######## block 1 ########
Figure 1. The metal 2 layer (block 1).
Scale bar: 20 um.
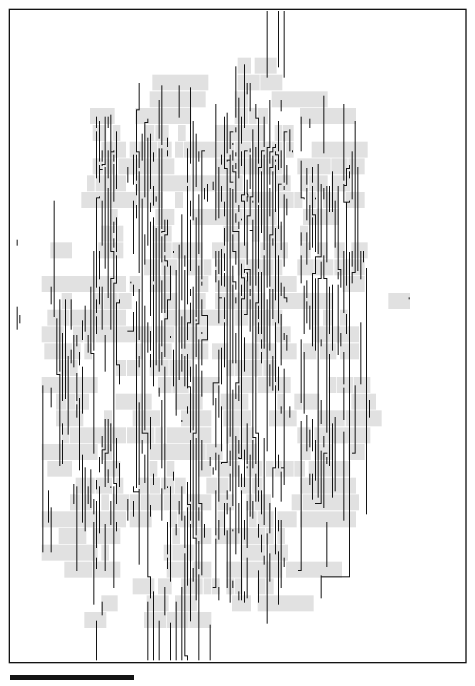

--- src/rtl/sort4_ctrl.sv ---
// rtl/sort4_ctrl.sv - four-element load/bubble-sort/drain controller with one shared comparator.
// Define SORT4_SIGNED_EN to let a latched sign=1 select two's-complement ordering.

module sort4_cmp #(
  parameter int WIDTH = 4
) (
  input  logic [WIDTH-1:0] a_i,
  input  logic [WIDTH-1:0] b_i,
  input  logic             signed_i,
  output logic             gt_o
);
  always_comb begin
    gt_o = 1'b0;
    if (signed_i) gt_o = ($signed(a_i) > $signed(b_i));
    else          gt_o = (a_i > b_i);
  end
endmodule

module sort4_ctrl #(
  parameter int WIDTH = 4
) (
  input  logic             clk,
  input  logic             rst_n,
  input  logic             sign,
  input  logic             in_valid,
  input  logic [WIDTH-1:0] in_data,
  output logic             in_ready,
  output logic             out_valid,
  output logic [WIDTH-1:0] out_data,
  input  logic             out_ready,
  output logic             busy,
  output logic [2:0]       swaps
);

  typedef enum logic [1:0] {IDLE, LOAD, SORT, DRAIN} state_t;

  state_t           state_q, state_d;
  logic [WIDTH-1:0] elem_q [4];
  logic [WIDTH-1:0] elem_d [4];
  logic [1:0]       idx_q, idx_d;
  logic [2:0]       step_q, step_d;
  logic             sign_q, sign_d;
  logic [2:0]       swaps_q, swaps_d;

  logic [1:0]       j, j1;
  logic             cmp_signed;
  logic             gt;

  // Bubble-sort pass schedule: pairs (0,1),(1,2),(2,3),(0,1),(1,2),(0,1).
  always_comb begin
    case (step_q)
      3'd1, 3'd4: j = 2'd1;
      3'd2:       j = 2'd2;
      default:    j = 2'd0;
    endcase
  end
  assign j1 = j + 2'd1;

`ifdef SORT4_SIGNED_EN
  assign cmp_signed = sign_q;
`else
  logic unused_sign;
  assign unused_sign = sign_q;
  assign cmp_signed  = 1'b0;
`endif

  sort4_cmp #(.WIDTH(WIDTH)) u_cmp (
    .a_i      (elem_q[j]),
    .b_i      (elem_q[j1]),
    .signed_i (cmp_signed),
    .gt_o     (gt)
  );

  always_ff @(posedge clk or negedge rst_n) begin
    if (!rst_n) begin
      state_q <= IDLE;
      for (int i = 0; i < 4; i++) elem_q[i] <= '0;
      idx_q   <= '0;
      step_q  <= '0;
      sign_q  <= 1'b0;
      swaps_q <= '0;
    end else begin
      state_q <= state_d;
      for (int i = 0; i < 4; i++) elem_q[i] <= elem_d[i];
      idx_q   <= idx_d;
      step_q  <= step_d;
      sign_q  <= sign_d;
      swaps_q <= swaps_d;
    end
  end

  always_comb begin
    state_d = state_q;
    for (int i = 0; i < 4; i++) elem_d[i] = elem_q[i];
    idx_d   = idx_q;
    step_d  = step_q;
    sign_d  = sign_q;
    swaps_d = swaps_q;
    case (state_q)
      IDLE: begin
        if (in_valid) begin
          elem_d[0] = in_data;
          sign_d    = sign;
          swaps_d   = '0;
          idx_d     = 2'd1;
          state_d   = LOAD;
        end
      end
      LOAD: begin
        if (in_valid) begin
          elem_d[idx_q] = in_data;
          idx_d         = idx_q + 2'd1;
          if (idx_q == 2'd3) begin
            idx_d   = '0;
            step_d  = '0;
            state_d = SORT;
          end
        end
      end
      SORT: begin
        if (gt) begin
          elem_d[j]  = elem_q[j1];
          elem_d[j1] = elem_q[j];
          swaps_d    = (swaps_q == 3'd6) ? 3'd6 : swaps_q + 3'd1;
        end
        step_d = step_q + 3'd1;
        if (step_q == 3'd5) begin
          step_d  = '0;
          idx_d   = '0;
          state_d = DRAIN;
        end
      end
      DRAIN: begin
        if (out_ready) begin
          idx_d = idx_q + 2'd1;
          if (idx_q == 2'd3) state_d = IDLE;
        end
      end
      default: state_d = IDLE;
    endcase
  end

  assign in_ready  = (state_q == IDLE) || (state_q == LOAD);
  assign out_valid = (state_q == DRAIN);
  assign out_data  = (state_q == DRAIN) ? elem_q[idx_q] : '0;
  assign busy      = (state_q != IDLE);
  assign swaps     = swaps_q;

endmodule

--- config.mk ---
export PLATFORM = sky130hd
export DESIGN_NAME = sort4_ctrl
export DESIGN_NICKNAME = d
export VERILOG_FILES = /design/src/rtl/sort4_ctrl.sv
export SDC_FILE = /design/constraint.sdc
export NUM_CORES = 1
export LEC_CHECK = 0
export CORE_ASPECT_RATIO = 1.5
export CORE_MARGIN = 5
export CORE_UTILIZATION = 40
export DETAILED_ROUTE_END_ITERATION = 12
export PLACE_DENSITY = 0.65
export SYNTH_ARGS = -nofsm -noshare
export SYNTH_HDL_FRONTEND = slang
export SYNTH_SLANG_ARGS = --single-unit
--- constraint.sdc ---
create_clock -name clk -period 4.1 [get_ports clk]
set_clock_uncertainty 0.05 [all_clocks]
set_input_delay 0.41 -clock clk [delete_from_list [all_inputs] [get_ports clk]]
set_output_delay 0.41 -clock clk [all_outputs]
set_load 0.03 [all_outputs]
######## block 2 ########
==> config.mk <==
export PLATFORM = sky130hd
export DESIGN_NAME = riscv_fetch_stage_flat
export DESIGN_NICKNAME = d
export VERILOG_FILES = /design/src/rtl/riscv_pkg.sv /design/src/rtl/riscv_fetch_stage_if.sv /design/src/rtl/riscv_fetch_stage_ifid_reg.sv /design/src/rtl/riscv_fetch_stage.sv /design/src/flat_wrapper.sv
export SDC_FILE = /design/constraint.sdc
export NUM_CORES = 1
export LEC_CHECK = 0
export CAP_MARGIN = 10
export CORE_MARGIN = 2
export CORE_UTILIZATION = 48
export CTS_CLUSTER_DIAMETER = 30
export DETAILED_ROUTE_END_ITERATION = 16
export PLACE_DENSITY = 0.79
export SKIP_LAST_GASP = 1
export SYNTH_ARGS = -nofsm -noshare
export SYNTH_HDL_FRONTEND = slang
export SYNTH_SLANG_ARGS = --single-unit
==> constraint.sdc <==
create_clock -name clk -period 1.7 [get_ports clk]
set_input_delay 0.51 -clock clk [delete_from_list [all_inputs] [get_ports clk]]
set_output_delay 0.51 -clock clk [all_outputs]
set_load 0.01 [all_outputs]
==> src/rtl/riscv_pkg.sv <==
// riscv_pkg: constants, fetch state encoding and IF/ID bundle
// shared by the fetch stage and the decode/hazard logic.
package riscv_pkg;

    localparam logic [31:0] NOP_INSTR = 32'h0000_0013;

    localparam logic [6:0] OPC_BRANCH = 7'b1100011;
    localparam logic [6:0] OPC_JAL    = 7'b1101111;
    localparam logic [6:0] OPC_JALR   = 7'b1100111;

    typedef enum logic [1:0] {
        FETCH = 2'd0,
        WAIT  = 2'd1,
        HOLD  = 2'd2,
        DROP  = 2'd3
    } fetch_state_e;

    typedef struct packed {
        logic [31:0] pc;
        logic [31:0] pcPlus4;
        logic [31:0] instr;
    } ifid_t;

    function automatic logic [31:0] pc_inc(input logic [31:0] pc);
        return pc + 32'd4;
    endfunction

endpackage

==> src/rtl/riscv_fetch_stage_if.sv <==
// riscv_fetch_stage_if: instruction-memory request/response bundle.
// master = fetch stage, slave = instruction memory.
interface riscv_fetch_stage_if;
    logic        imemReq;
    logic [31:0] imemAddr;
    logic [31:0] imemRdata;
    logic        imemValid;

    modport master (
        output imemReq, imemAddr,
        input  imemRdata, imemValid
    );

    modport slave (
        input  imemReq, imemAddr,
        output imemRdata, imemValid
    );
endinterface

==> src/rtl/riscv_fetch_stage_ifid_reg.sv <==
// riscv_ifid_reg: IF/ID pipeline register.
// kill beats stall; an empty slot always carries the NOP word.
module riscv_ifid_reg
    import riscv_pkg::*;
#(
    parameter logic [31:0] NOP_WORD = NOP_INSTR
) (
    input  logic  clk,
    input  logic  rst_n,
    input  logic  stall,
    input  logic  kill,
    input  logic  load,
    input  ifid_t din,
    output ifid_t q,
    output logic  valid
);

    // Load, hold, kill or bubble the decode slot.
    always_ff @(posedge clk or negedge rst_n) begin
        if (!rst_n) begin
            q     <= '{pc: '0, pcPlus4: '0, instr: NOP_WORD};
            valid <= 1'b0;
        end else if (kill) begin
            q.instr <= NOP_WORD;
            valid   <= 1'b0;
        end else if (!stall) begin
            if (load) begin
                q     <= din;
                valid <= 1'b1;
            end else begin
                q.instr <= NOP_WORD;
                valid   <= 1'b0;
            end
        end
    end

endmodule

==> src/rtl/riscv_fetch_stage.sv <==
// riscv_fetch_stage: PC, single-outstanding fetch FSM, IF/ID register.
// Option RISCV_FETCH_MISALIGN_TRAP_EN: misaligned redirect traps and halts fetch.
module riscv_fetch_stage #(
    parameter logic [31:0] RESET_PC  = 32'h0000_0000,
    parameter logic [31:0] NOP_INSTR = 32'h0000_0013
) (
    input  logic                clk,
    input  logic                rst_n,
    input  logic                stall,
    input  logic                flush,
    input  logic                pcSrc,
    input  logic [31:0]         branchTarget,
    riscv_fetch_stage_if.master imem,
    output logic [31:0]         ifidPc,
    output logic [31:0]         ifidPcPlus4,
    output logic [31:0]         ifidInstr,
    output logic                ifidValid,
    output logic                misalignTrap
);
    import riscv_pkg::*;

    fetch_state_e state, stateN;
    logic [31:0]  pc, pcN, addr, dropAddr;
    logic [31:0]  holdPc, holdInstr, target;
    logic         holdValid, trap, halted, badRedir;
    logic         redir, req, load, capt, kill;
    ifid_t        din, ifidQ;

`ifdef RISCV_FETCH_MISALIGN_TRAP_EN
    assign badRedir = pcSrc && (branchTarget[1:0] != 2'b00);
    assign halted   = trap;

    // Sticky trap: once set, fetch stays halted until reset.
    always_ff @(posedge clk or negedge rst_n) begin
        if (!rst_n)        trap <= 1'b0;
        else if (badRedir) trap <= 1'b1;
    end
`else
    assign badRedir = 1'b0;
    assign halted   = 1'b0;
    assign trap     = 1'b0;
`endif

    assign target       = branchTarget & 32'hFFFF_FFFC;
    assign redir        = pcSrc && !halted && !badRedir;
    assign kill         = flush || pcSrc;
    assign misalignTrap = trap;
    assign imem.imemReq  = req;
    assign imem.imemAddr = addr;

    // Request generation and next-state / next-PC selection.
    always_comb begin
        stateN = state;
        pcN    = pc;
        addr   = pc;
        req    = 1'b0;
        load   = 1'b0;
        capt   = 1'b0;
        din    = '{pc: pc, pcPlus4: pc_inc(pc), instr: imem.imemRdata};
        unique case (state)
            FETCH:   req = !stall && !halted;
            WAIT:    req = 1'b1;
            HOLD:    req = 1'b0;
            DROP: begin
                req  = 1'b1;
                addr = dropAddr;
            end
            default: req = 1'b0;
        endcase
        if (!rst_n) req = 1'b0;
        if (redir) begin
            // An unanswered request must still be drained at its old address.
            pcN    = target;
            stateN = (req && !imem.imemValid) ? DROP : FETCH;
        end else if (badRedir) begin
            stateN = FETCH;
        end else begin
            unique case (state)
                FETCH: begin
                    if (req && imem.imemValid) begin
                        if (!flush) begin
                            load = 1'b1;
                            pcN  = pc_inc(pc);
                        end
                    end else if (req) begin
                        stateN = WAIT;
                    end
                end
                WAIT: begin
                    if (imem.imemValid) begin
                        if (stall) begin
                            capt   = 1'b1;
                            pcN    = pc_inc(pc);
                            stateN = HOLD;
                        end else begin
                            stateN = FETCH;
                            if (!flush) begin
                                load = 1'b1;
                                pcN  = pc_inc(pc);
                            end
                        end
                    end
                end
                HOLD: begin
                    if (holdValid && !stall && !flush) begin
                        load   = 1'b1;
                        stateN = FETCH;
                        din    = '{pc: holdPc,
                                   pcPlus4: pc_inc(holdPc),
                                   instr: holdInstr};
                    end
                end
                DROP: begin
                    if (imem.imemValid) stateN = FETCH;
                end
                default: stateN = FETCH;
            endcase
        end
    end

    // PC, FSM state, stale address and stall hold buffer.
    always_ff @(posedge clk or negedge rst_n) begin
        if (!rst_n) begin
            state     <= FETCH;
            pc        <= RESET_PC;
            dropAddr  <= RESET_PC;
            holdPc    <= '0;
            holdInstr <= NOP_INSTR;
            holdValid <= 1'b0;
        end else begin
            state <= stateN;
            pc    <= pcN;
            if (redir) dropAddr <= addr;
            if (capt) begin
                holdPc    <= pc;
                holdInstr <= imem.imemRdata;
            end
            if (pcSrc || load) holdValid <= 1'b0;
            else if (capt)     holdValid <= 1'b1;
        end
    end

    riscv_ifid_reg #(
        .NOP_WORD(NOP_INSTR)
    ) u_ifid (
        .clk   (clk),
        .rst_n (rst_n),
        .stall (stall),
        .kill  (kill),
        .load  (load),
        .din   (din),
        .q     (ifidQ),
        .valid (ifidValid)
    );

    assign ifidPc      = ifidQ.pc;
    assign ifidPcPlus4 = ifidQ.pcPlus4;
    assign ifidInstr   = ifidQ.instr;

endmodule

==> src/flat_wrapper.sv <==
// flat-port wrapper written by rule: the top's interface ports become plain ports
module riscv_fetch_stage_flat import riscv_pkg::*;
#(
    parameter logic [31:0] RESET_PC  = 32'h0000_0000,
    parameter logic [31:0] NOP_INSTR = 32'h0000_0013
)
  (clk, rst_n, stall, flush, pcSrc, branchTarget, ifidPc, ifidPcPlus4, ifidInstr, ifidValid, misalignTrap, imem_imemReq, imem_imemAddr, imem_imemRdata, imem_imemValid);
  riscv_fetch_stage_if imem_i ();
  input  logic clk;
  input  logic rst_n;
  input  logic stall;
  input  logic flush;
  input  logic pcSrc;
  input  logic [31:0] branchTarget;
  output logic [31:0] ifidPc;
  output logic [31:0] ifidPcPlus4;
  output logic [31:0] ifidInstr;
  output logic ifidValid;
  output logic misalignTrap;
  output wire logic [$bits(imem_i.imemReq)-1:0] imem_imemReq;
  output wire logic [$bits(imem_i.imemAddr)-1:0] imem_imemAddr;
  input wire logic [$bits(imem_i.imemRdata)-1:0] imem_imemRdata;
  input wire logic [$bits(imem_i.imemValid)-1:0] imem_imemValid;
  assign imem_imemReq = imem_i.imemReq;
  assign imem_imemAddr = imem_i.imemAddr;
  assign imem_i.imemRdata = imem_imemRdata;
  assign imem_i.imemValid = imem_imemValid;
  riscv_fetch_stage #(.RESET_PC(RESET_PC), .NOP_INSTR(NOP_INSTR)) u_core (.clk(clk), .rst_n(rst_n), .stall(stall), .flush(flush), .pcSrc(pcSrc), .branchTarget(branchTarget), .imem(imem_i), .ifidPc(ifidPc), .ifidPcPlus4(ifidPcPlus4), .ifidInstr(ifidInstr), .ifidValid(ifidValid), .misalignTrap(misalignTrap));
endmodule
Figure 2. Routing congestion map (block 1).
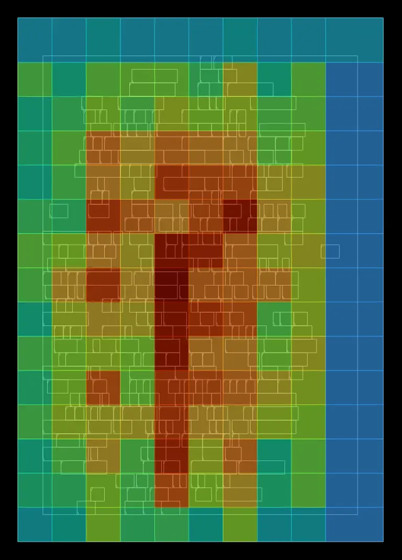
final core occ: 47.8%
drt wl/cell: 18.3 um
Top Usage Layer GRT: met2
met3 usage: 1.14%
met1 Track Usage GR: 22.2%

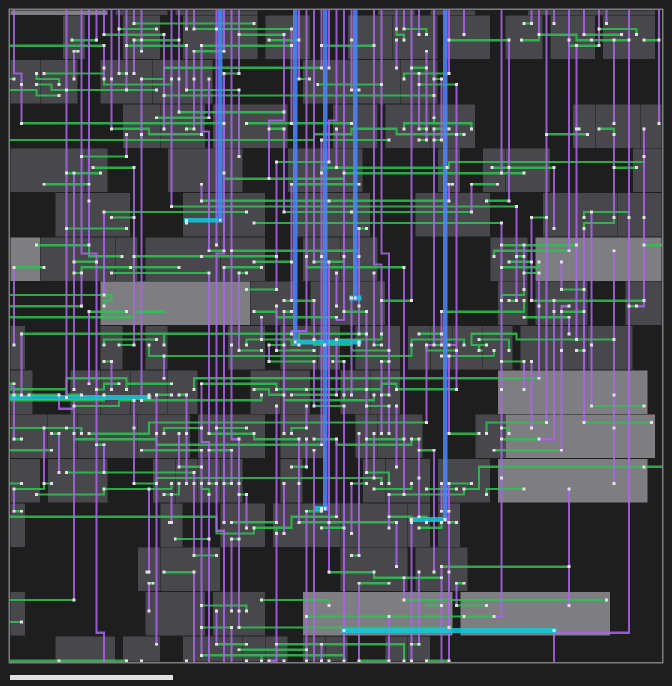
Figure 3: block 1, a small window of the routed layout.
Scale bar: 10 um. Region (17, 12) to (57, 52) um. Cells in grey, sequential cells in the stronger grey; small squares are vias.
- green: metal 1
- cyan: metal 3
- purple: metal 2
- blue: metal 4
- cells with their middle in the window: 116
- sequential cells in the window: 7
- netlist names of flops here include: elem_q (3), step_q (3)
- most frequent: nor2_1 (15), ha_1 (11)

## Picture notes: Figure 1
- wire length on this layer: 3640 um
- share of all routed wire: 54%
- longest straight run: 52.5 um
Total Wirelength: 6.77 mm
GR met2 Demand/Resource: 32.8%
DR vias: 2205

==> out/results.tsv, block 1 <==
stage	metric	value	unit
sta	Final setup viols	0	
run_status	status	complete, no violations	
layout	clock buffer count	3	
die	chip area	7780	um2
synth	Yosys Chip Area	2440	um2
layout	bufs w/o clock	36	
layout	inverter count	24	
min_path	Hold Path Class	in -> async	
worst_setup_path	CP Launch Type	flop	
worst_setup_path	worst path cell trace	buf_4, nor3b_2, inv_1, ha_1, nand2b_1, a311oi_1, o21ai_1, ha_1, and4_1, a21o_1, a31oi_1, o31a_1, a31oi_1, o221a_2	
sta	fin crit period	3.74	ns
worst_setup_path	slowest stage delay, CP	0.42	ns
drt	WL met2	3.64	mm
layout	comb_multi_in	209	
clocking	clock latency (worst-skew pair)	0.28	ns
worst_setup_path	crit path kind	reg -> reg	
sta	WHS	0.458	ns
placed_design	routability cong.	0.944	
clocking	CTS buffer count	3	
synth	Yosys Instances	273	
synth	Mapped Cells	273	
placed_design	placed cell count	367	
[block 1: synthesized netlist by cell type, types with 3 or more instances]
cell | n | share of area, %
mux2_2 | 6 | 2.8
nor2_1 | 26 | 4.0
clkbuf_1 | 6 | 0.92
o22ai_1 | 4 | 1.0
o21a_1 | 6 | 1.8
buf_2 | 5 | 1.0
a22oi_1 | 6 | 1.8
and2_1 | 4 | 1.0
o211ai_1 | 6 | 1.8
a31oi_1 | 6 | 1.5
nor4b_1 | 3 | 1.1
dfrtp_1 | 26 | 27
nand2b_1 | 3 | 0.77
a21oi_1 | 12 | 2.5
a22o_1 | 9 | 3.2
a211oi_1 | 3 | 0.92
o21ai_0 | 20 | 4.1
a221oi_1 | 4 | 1.4
inv_1 | 24 | 3.7
nand3_1 | 4 | 0.82
ha_1 | 21 | 11
a311oi_1 | 4 | 1.4
nand2_1 | 14 | 2.2
o221a_2 | 3 | 1.4
mux4_2 | 7 | 6.5
nor2b_1 | 11 | 2.8
[block 1: sequential cells by signal, indices dropped and copies added, names as in the netlist]
register,flops
state_q,2
idx_q,2
elem_q,16
step_q,3
swaps,3
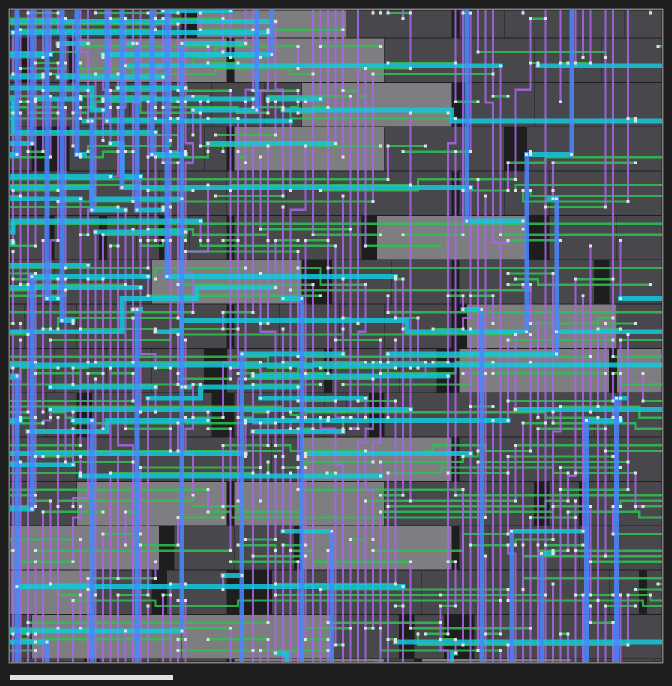
Figure 4: block 2, a small window of the routed layout.
Scale bar: 10 um. Region (58, 27) to (98, 67) um. Cells in grey, sequential cells in the stronger grey; small squares are vias.
- cyan: metal 3
- purple: metal 2
- green: metal 1
- blue: metal 4
- cells with their middle in the window: 117
- sequential cells in the window: 17
- most frequent: dfrtp_1 (17), clkbuf_16 (10), buf_4 (10)
- netlist names of flops here include: u_core.u_ifid.q (11), u_core.holdInstr (4), u_core.holdPc (2)

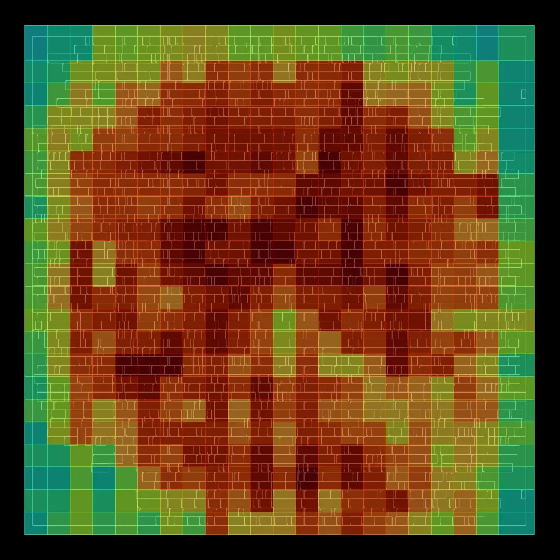
Figure 5: block 2, routing congestion map.
final core occ: 84.1%
GRT Total Usage: 30.4%
drt wl/cell: 28.8 um

==> out/results.tsv, block 2 <==
stage	metric	value	unit
sta	Final setup viols	267	
synth	Synth area leader	dfrtp_1	
die	chip area	24200	um2
worst_setup_path	critical path capture point	imem_imemAddr[2]	
drt	DR DRC count	0	
die	io pins	201	
die	Die H	156	um
run_status	status	finished, violations left	
run_status	violated checks	setup timing	
worst_setup_path	Critical Path RT	1.19	ns
layout	flop share of the area	29.1	%
layout	ant diodes	2	
sta	Final WS setup	-0.676	ns
synth	Unique cell types	56	
layout	clock buffer count	55	
worst_setup_path	worst reg-to-reg setup slack	-0.65	ns
global_routing	global route overflow	0	
[block 2: metal layers]
| layer | GRT usage, % | wire (um) |
|---|---|---|
| met1 | 37.7 | 17700 |
| met2 | 51.5 | 23900 |
| met3 | 5.69 | 6270 |
| met4 | 14.8 | 4900 |
| met5 | 0 | 23 |
[block 2: flip-flops by register name, summed over array words and instances, names as in the netlist]
signal / count
u_core.dropAddr: 32
u_core.holdInstr: 32
u_core.holdPc: 30
u_core.holdValid: 1
u_core.pc: 30
u_core.state: 2
u_core.u_ifid.q: 92
u_core.u_ifid.valid: 1
[block 2: metrics by stage]
stage,instance area [um2],setup WS [ns],TNS [ns]
3_5_place_dp,14400,-0.703,-142.62
3_3_place_gp,14400,-0.645,-130.84
2_1_floorplan,11200,-0.100,-0.358
4_1_cts,17000,-0.626,-47.89
6_report,19000,-0.676,-98.20
5_1_grt,19000,-0.693,-107.49

######## block 3 ########
==> src/rtl/forward_ctrl_pkg.sv <==
// Shared definitions for the forwarding/hazard controller and the operand muxes.
package forward_ctrl_pkg;

    // ID-stage operand select codes
    localparam logic [2:0] FWD_NONE   = 3'b000;
    localparam logic [2:0] FWD_ID_ALU = 3'b001;
    // EX-stage select codes
    localparam logic [2:0] FWD_EX_ALU = 3'b010;
    localparam logic [2:0] FWD_MEM_WB = 3'b001;

    localparam int unsigned DIV_CNT_W = 6;

    // Producer record tracked in every stage
    typedef struct packed {
        logic [4:0] dst;
        logic       regwrite;
        logic       memread;
    } slot_t;

    // EX additionally remembers which sources its instruction reads
    typedef struct packed {
        slot_t      base;
        logic [4:0] rs;
        logic [4:0] rt;
        logic       use_rs;
        logic       use_rt;
    } ex_slot_t;

    localparam slot_t    SLOT_BUBBLE    = '0;
    localparam ex_slot_t EX_SLOT_BUBBLE = '0;

    // A slot supplies register r only if it writes r; $0 is never forwarded.
    function automatic logic slot_match(slot_t s, logic [4:0] r);
        return s.regwrite && (s.dst == r) && (r != 5'd0);
    endfunction

endpackage

==> src/rtl/div_occupancy.sv <==
// Divider occupancy counter: loads on launch, counts down to zero.
module div_occupancy
    import forward_ctrl_pkg::*;
#(
    parameter int unsigned DIV_CYCLES = 32
) (
    input  logic clk,
    input  logic rst_n,
    input  logic load,
    output logic busy
);

    logic [DIV_CNT_W-1:0] count_q, count_d;

    // Next count: launch reloads, otherwise saturating decrement
    always_comb begin
        count_d = count_q;
        if (load) begin
            count_d = DIV_CNT_W'(DIV_CYCLES);
        end else if (count_q != '0) begin
            count_d = count_q - 1'b1;
        end
    end

    // Count register
    always_ff @(posedge clk or negedge rst_n) begin
        if (!rst_n) begin
            count_q <= '0;
        end else begin
            count_q <= count_d;
        end
    end

    assign busy = (count_q != '0);

endmodule

==> src/rtl/forward_ctrl.sv <==
// Forwarding select and hazard-stall generation for a 5-stage MIPS-style pipeline.
module forward_ctrl
    import forward_ctrl_pkg::*;
#(
    parameter int unsigned DIV_CYCLES = 32
) (
    input  logic       clk,
    input  logic       rst_n,
    input  logic [4:0] id_rs,
    input  logic [4:0] id_rt,
    input  logic       id_use_rs,
    input  logic       id_use_rt,
    input  logic       id_branch,
    input  logic [4:0] id_dst,
    input  logic       id_regwrite,
    input  logic       id_memread,
    input  logic       id_div_start,
    input  logic       id_use_hilo,
    input  logic       flush,
    output logic [2:0] forwardAin,
    output logic [2:0] forwardBin,
    output logic [2:0] forwardA,
    output logic [2:0] forwardB,
    output logic [2:0] MEMforwardA,
    output logic [2:0] MEMforwardB,
    output logic       stall,
    output logic       div_busy
);

    ex_slot_t ex_q, ex_d;
    slot_t    mem_q, wb_q;

    logic ex_hit_rs, ex_hit_rt, mem_hit_rs, mem_hit_rt;
    logic hz_load_use, hz_branch, hz_div;
    logic stall_raw, div_load;

    div_occupancy #(
        .DIV_CYCLES (DIV_CYCLES)
    ) u_div_occupancy (
        .clk   (clk),
        .rst_n (rst_n),
        .load  (div_load),
        .busy  (div_busy)
    );

    // Hazard terms from tracking state against the current ID instruction
    always_comb begin
        ex_hit_rs   = id_use_rs && slot_match(ex_q.base, id_rs);
        ex_hit_rt   = id_use_rt && slot_match(ex_q.base, id_rt);
        mem_hit_rs  = id_use_rs && slot_match(mem_q, id_rs);
        mem_hit_rt  = id_use_rt && slot_match(mem_q, id_rt);
        hz_load_use = ex_q.base.memread && (ex_hit_rs || ex_hit_rt);
        hz_branch   = id_branch && (ex_hit_rs || ex_hit_rt ||
                                    (mem_q.memread && (mem_hit_rs || mem_hit_rt)));
        hz_div      = div_busy && (id_div_start || id_use_hilo);
        stall_raw   = hz_load_use || hz_branch || hz_div;
        div_load    = id_div_start && !stall_raw && !flush;
    end

    // Select codes; everything is forced to zero while reset is held
    always_comb begin
        forwardA    = FWD_NONE;
        forwardB    = FWD_NONE;
        MEMforwardA = FWD_NONE;
        MEMforwardB = FWD_NONE;
        forwardAin  = FWD_NONE;
        forwardBin  = FWD_NONE;
        stall       = 1'b0;
        if (rst_n) begin
            stall = stall_raw;
            if (ex_q.use_rs && slot_match(mem_q, ex_q.rs) && !mem_q.memread) begin
                forwardA = FWD_EX_ALU;
            end
            if (ex_q.use_rt && slot_match(mem_q, ex_q.rt) && !mem_q.memread) begin
                forwardB = FWD_EX_ALU;
            end
            // The mux lets the MEM code override, so suppress it when EX/MEM is newer
            if (ex_q.use_rs && slot_match(wb_q, ex_q.rs) && (forwardA != FWD_EX_ALU)) begin
                MEMforwardA = FWD_MEM_WB;
            end
            if (ex_q.use_rt && slot_match(wb_q, ex_q.rt) && (forwardB != FWD_EX_ALU)) begin
                MEMforwardB = FWD_MEM_WB;
            end
            if (id_branch && mem_hit_rs && !mem_q.memread) begin
                forwardAin = FWD_ID_ALU;
            end
            if (id_branch && mem_hit_rt && !mem_q.memread) begin
                forwardBin = FWD_ID_ALU;
            end
        end
    end

    // Next EX slot: bubble on stall or flush, otherwise capture the ID instruction
    always_comb begin
        ex_d = EX_SLOT_BUBBLE;
        if (!stall_raw && !flush) begin
            ex_d.base.dst      = id_dst;
            ex_d.base.regwrite = id_regwrite;
            ex_d.base.memread  = id_memread;
            ex_d.rs            = id_rs;
            ex_d.rt            = id_rt;
            ex_d.use_rs        = id_use_rs;
            ex_d.use_rt        = id_use_rt;
        end
    end

    // Tracking slots advance every cycle
    always_ff @(posedge clk or negedge rst_n) begin
        if (!rst_n) begin
            ex_q  <= EX_SLOT_BUBBLE;
            mem_q <= SLOT_BUBBLE;
            wb_q  <= SLOT_BUBBLE;
        end else begin
            ex_q  <= ex_d;
            mem_q <= ex_q.base;
            wb_q  <= mem_q;
        end
    end

endmodule

==> config.mk <==
export PLATFORM = sky130hd
export DESIGN_NAME = forward_ctrl
export DESIGN_NICKNAME = d
export VERILOG_FILES = /design/src/rtl/forward_ctrl_pkg.sv /design/src/rtl/div_occupancy.sv /design/src/rtl/forward_ctrl.sv
export SDC_FILE = /design/constraint.sdc
export NUM_CORES = 1
export LEC_CHECK = 0
export ABC_AREA = 1
export ABC_CLOCK_PERIOD_IN_PS = 4000
export CORE_UTILIZATION = 55
export DETAILED_ROUTE_END_ITERATION = 7
export HOLD_SLACK_MARGIN = 0.03
export PLACE_DENSITY = 0.84
export SLEW_MARGIN = 10
export SYNTH_ARGS = -nofsm -noshare
export SYNTH_HDL_FRONTEND = slang
export SYNTH_HIERARCHICAL = 1
export SYNTH_SLANG_ARGS = --single-unit
==> constraint.sdc <==
create_clock -name clk -period 4 [get_ports clk]
set_input_delay 0.6 -clock clk [delete_from_list [all_inputs] [get_ports clk]]
set_output_delay 0.6 -clock clk [all_outputs]
set_load 0.05 [all_outputs]
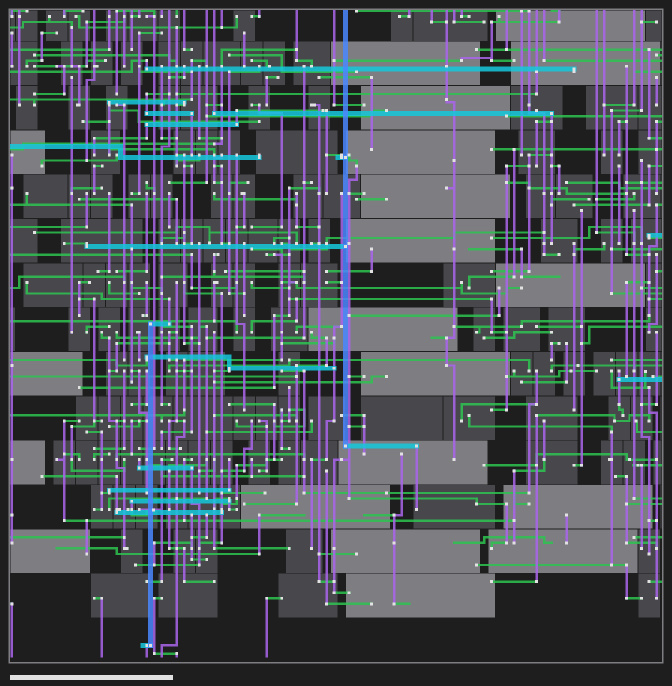
Figure 6: block 3, a small window of the routed layout.
Scale bar: 10 um. Region (13, 0) to (53, 40) um. Cells in grey, sequential cells in the stronger grey; small squares are vias.
- green: metal 1
- purple: metal 2
- cyan: metal 3
- blue: metal 4
- most frequent: nand2_1 (54), inv_1 (19), dfrtp_1 (17)
- cells with their middle in the window: 151
- netlist names of flops here include: ex_q (10), wb_q (5), mem_q (2)
- sequential cells in the window: 17

==> out/results.tsv <==
stage	metric	value	unit
clocking	# hold bufs at CTS	0	
drt	Total Wirelength	4.61	mm
run_status	status	complete, no violations	
die	chip area	4350	um2
worst_setup_path	crit path kind	in -> out	
sta	Final setup viols	0	
power_and_ir_drop	Tot Pwr	1.06	mW
drt	M1 WL	1.96	mm
clocking	clk slew on worst S/H paths	0.07	ns
synth	Synth area leader	dfrtp_1	
worst_setup_path	reg-to-reg critical path startpoint	mem_q[4]	
worst_setup_path	Critical Path RT	3.40	ns
drt	drt wl/cell	11.9	um
drt	Via density	4.90	
clocking	CTS buffer count	5	
drt	drt pass-1 iters	4	
synth	ys flops	38	
synth	Post-Synth XOR/XNOR Area	6.22	%
die	Die H	66.0	um
layout	fin cells	387	
synth	Synth mux share	0	%
placed_design	placed cell count	379	
placed_design	IO buf count	32	
job	tool warning count	27	
sta	fmax	0.292	GHz
worst_setup_path	Worst EP arrival	2.82	ns
clocking	post-CTS sizing	0	
power_and_ir_drop	VDD IR max	0.248	mV
[registers in the layout, indices dropped and copies added, names as in the netlist]
signal,flops
u_div_occupancy/count_q,6
mem_q,7
wb_q,6
ex_q,19
[cells in the mapped netlist (3+ instances only)]
cell type,count
nor2_1,21
nand2_1,93
nand4_1,8
nand3_1,10
xnor2_1,10
nor2_2,21
inv_1,38
inv_2,11
a21oi_1,6
dfrtp_1,38
xor2_1,6
nor4_1,3
buf_4,12
nor3_1,3
[cells in the final DEF, fill, tap and decap left out, types with 8 or more instances in the layout]
master            n
nand2_1          93
inv_1            38
dfrtp_1          38
clkdlybuf4s50_1  31
nor2_1           21
nor2_2           21
conb_1           12
inv_2            11
xnor2_1          10
nand3_1          10
nand4_1           8
[final cells by class]
type,count,area (um2),share of cell area [%]
clock buffer,6,82.6,3.09
clock inverter,2,12.5,0.468
inverter,49,184,6.88
multi-input combinational,209,1050,39.1
sequential,38,951,35.6
tap,48,60.1,2.25
timing repair buffer,35,338,12.6
[power by group]
group / leakage [nW] / internal, mW / total [mW] / switching (mW)
combinational: 0.846 / 0.117 / 0.306 / 0.190
sequential: 0.509 / 0.432 / 0.484 / 0.0518
clock: 0.0472 / 0.138 / 0.271 / 0.133


## Gallery

Met1 routing.
shot_01.png
Scale bar: 20 um. Supply wires on this layer in grey.
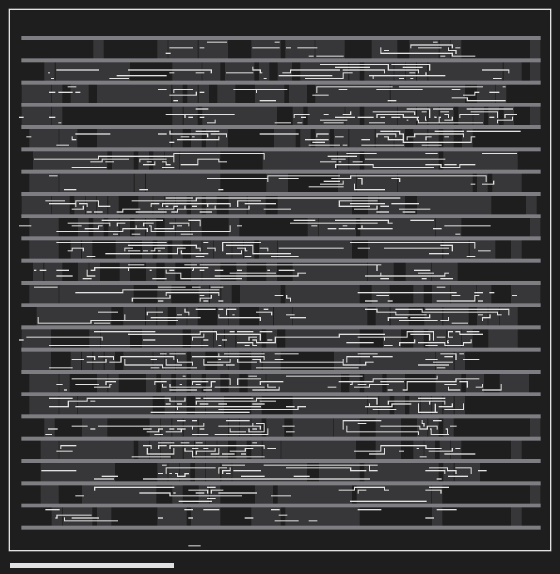
shot_02.png
Scale bar: 20 um. Supply wires on this layer in grey.
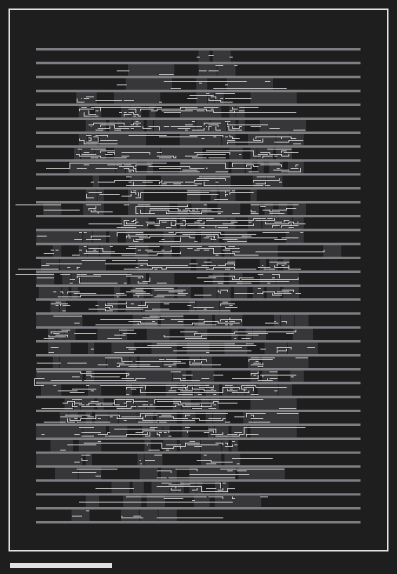
shot_03.png
Scale bar: 50 um. Supply wires on this layer in grey.
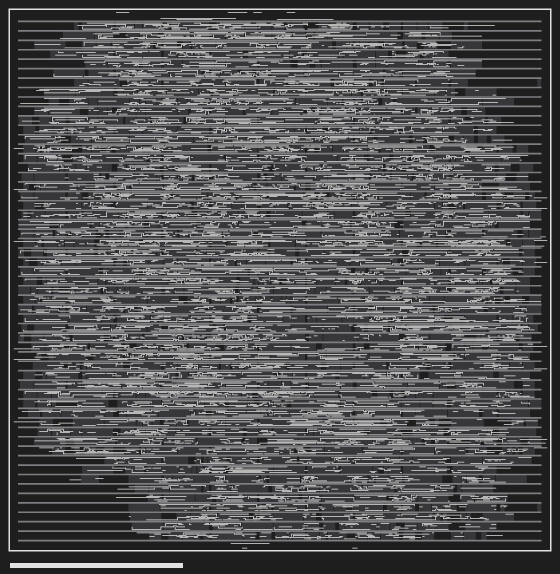
- block 2 = shot_03.png
- block 3 = shot_01.png
- block 1 = shot_02.png

Key to shot_01.png:
- longest straight run: 27.6 um
- main direction: horizontal
- nets with wire on the layer: 314

Power is estimated from default activity; no workload was simulated.
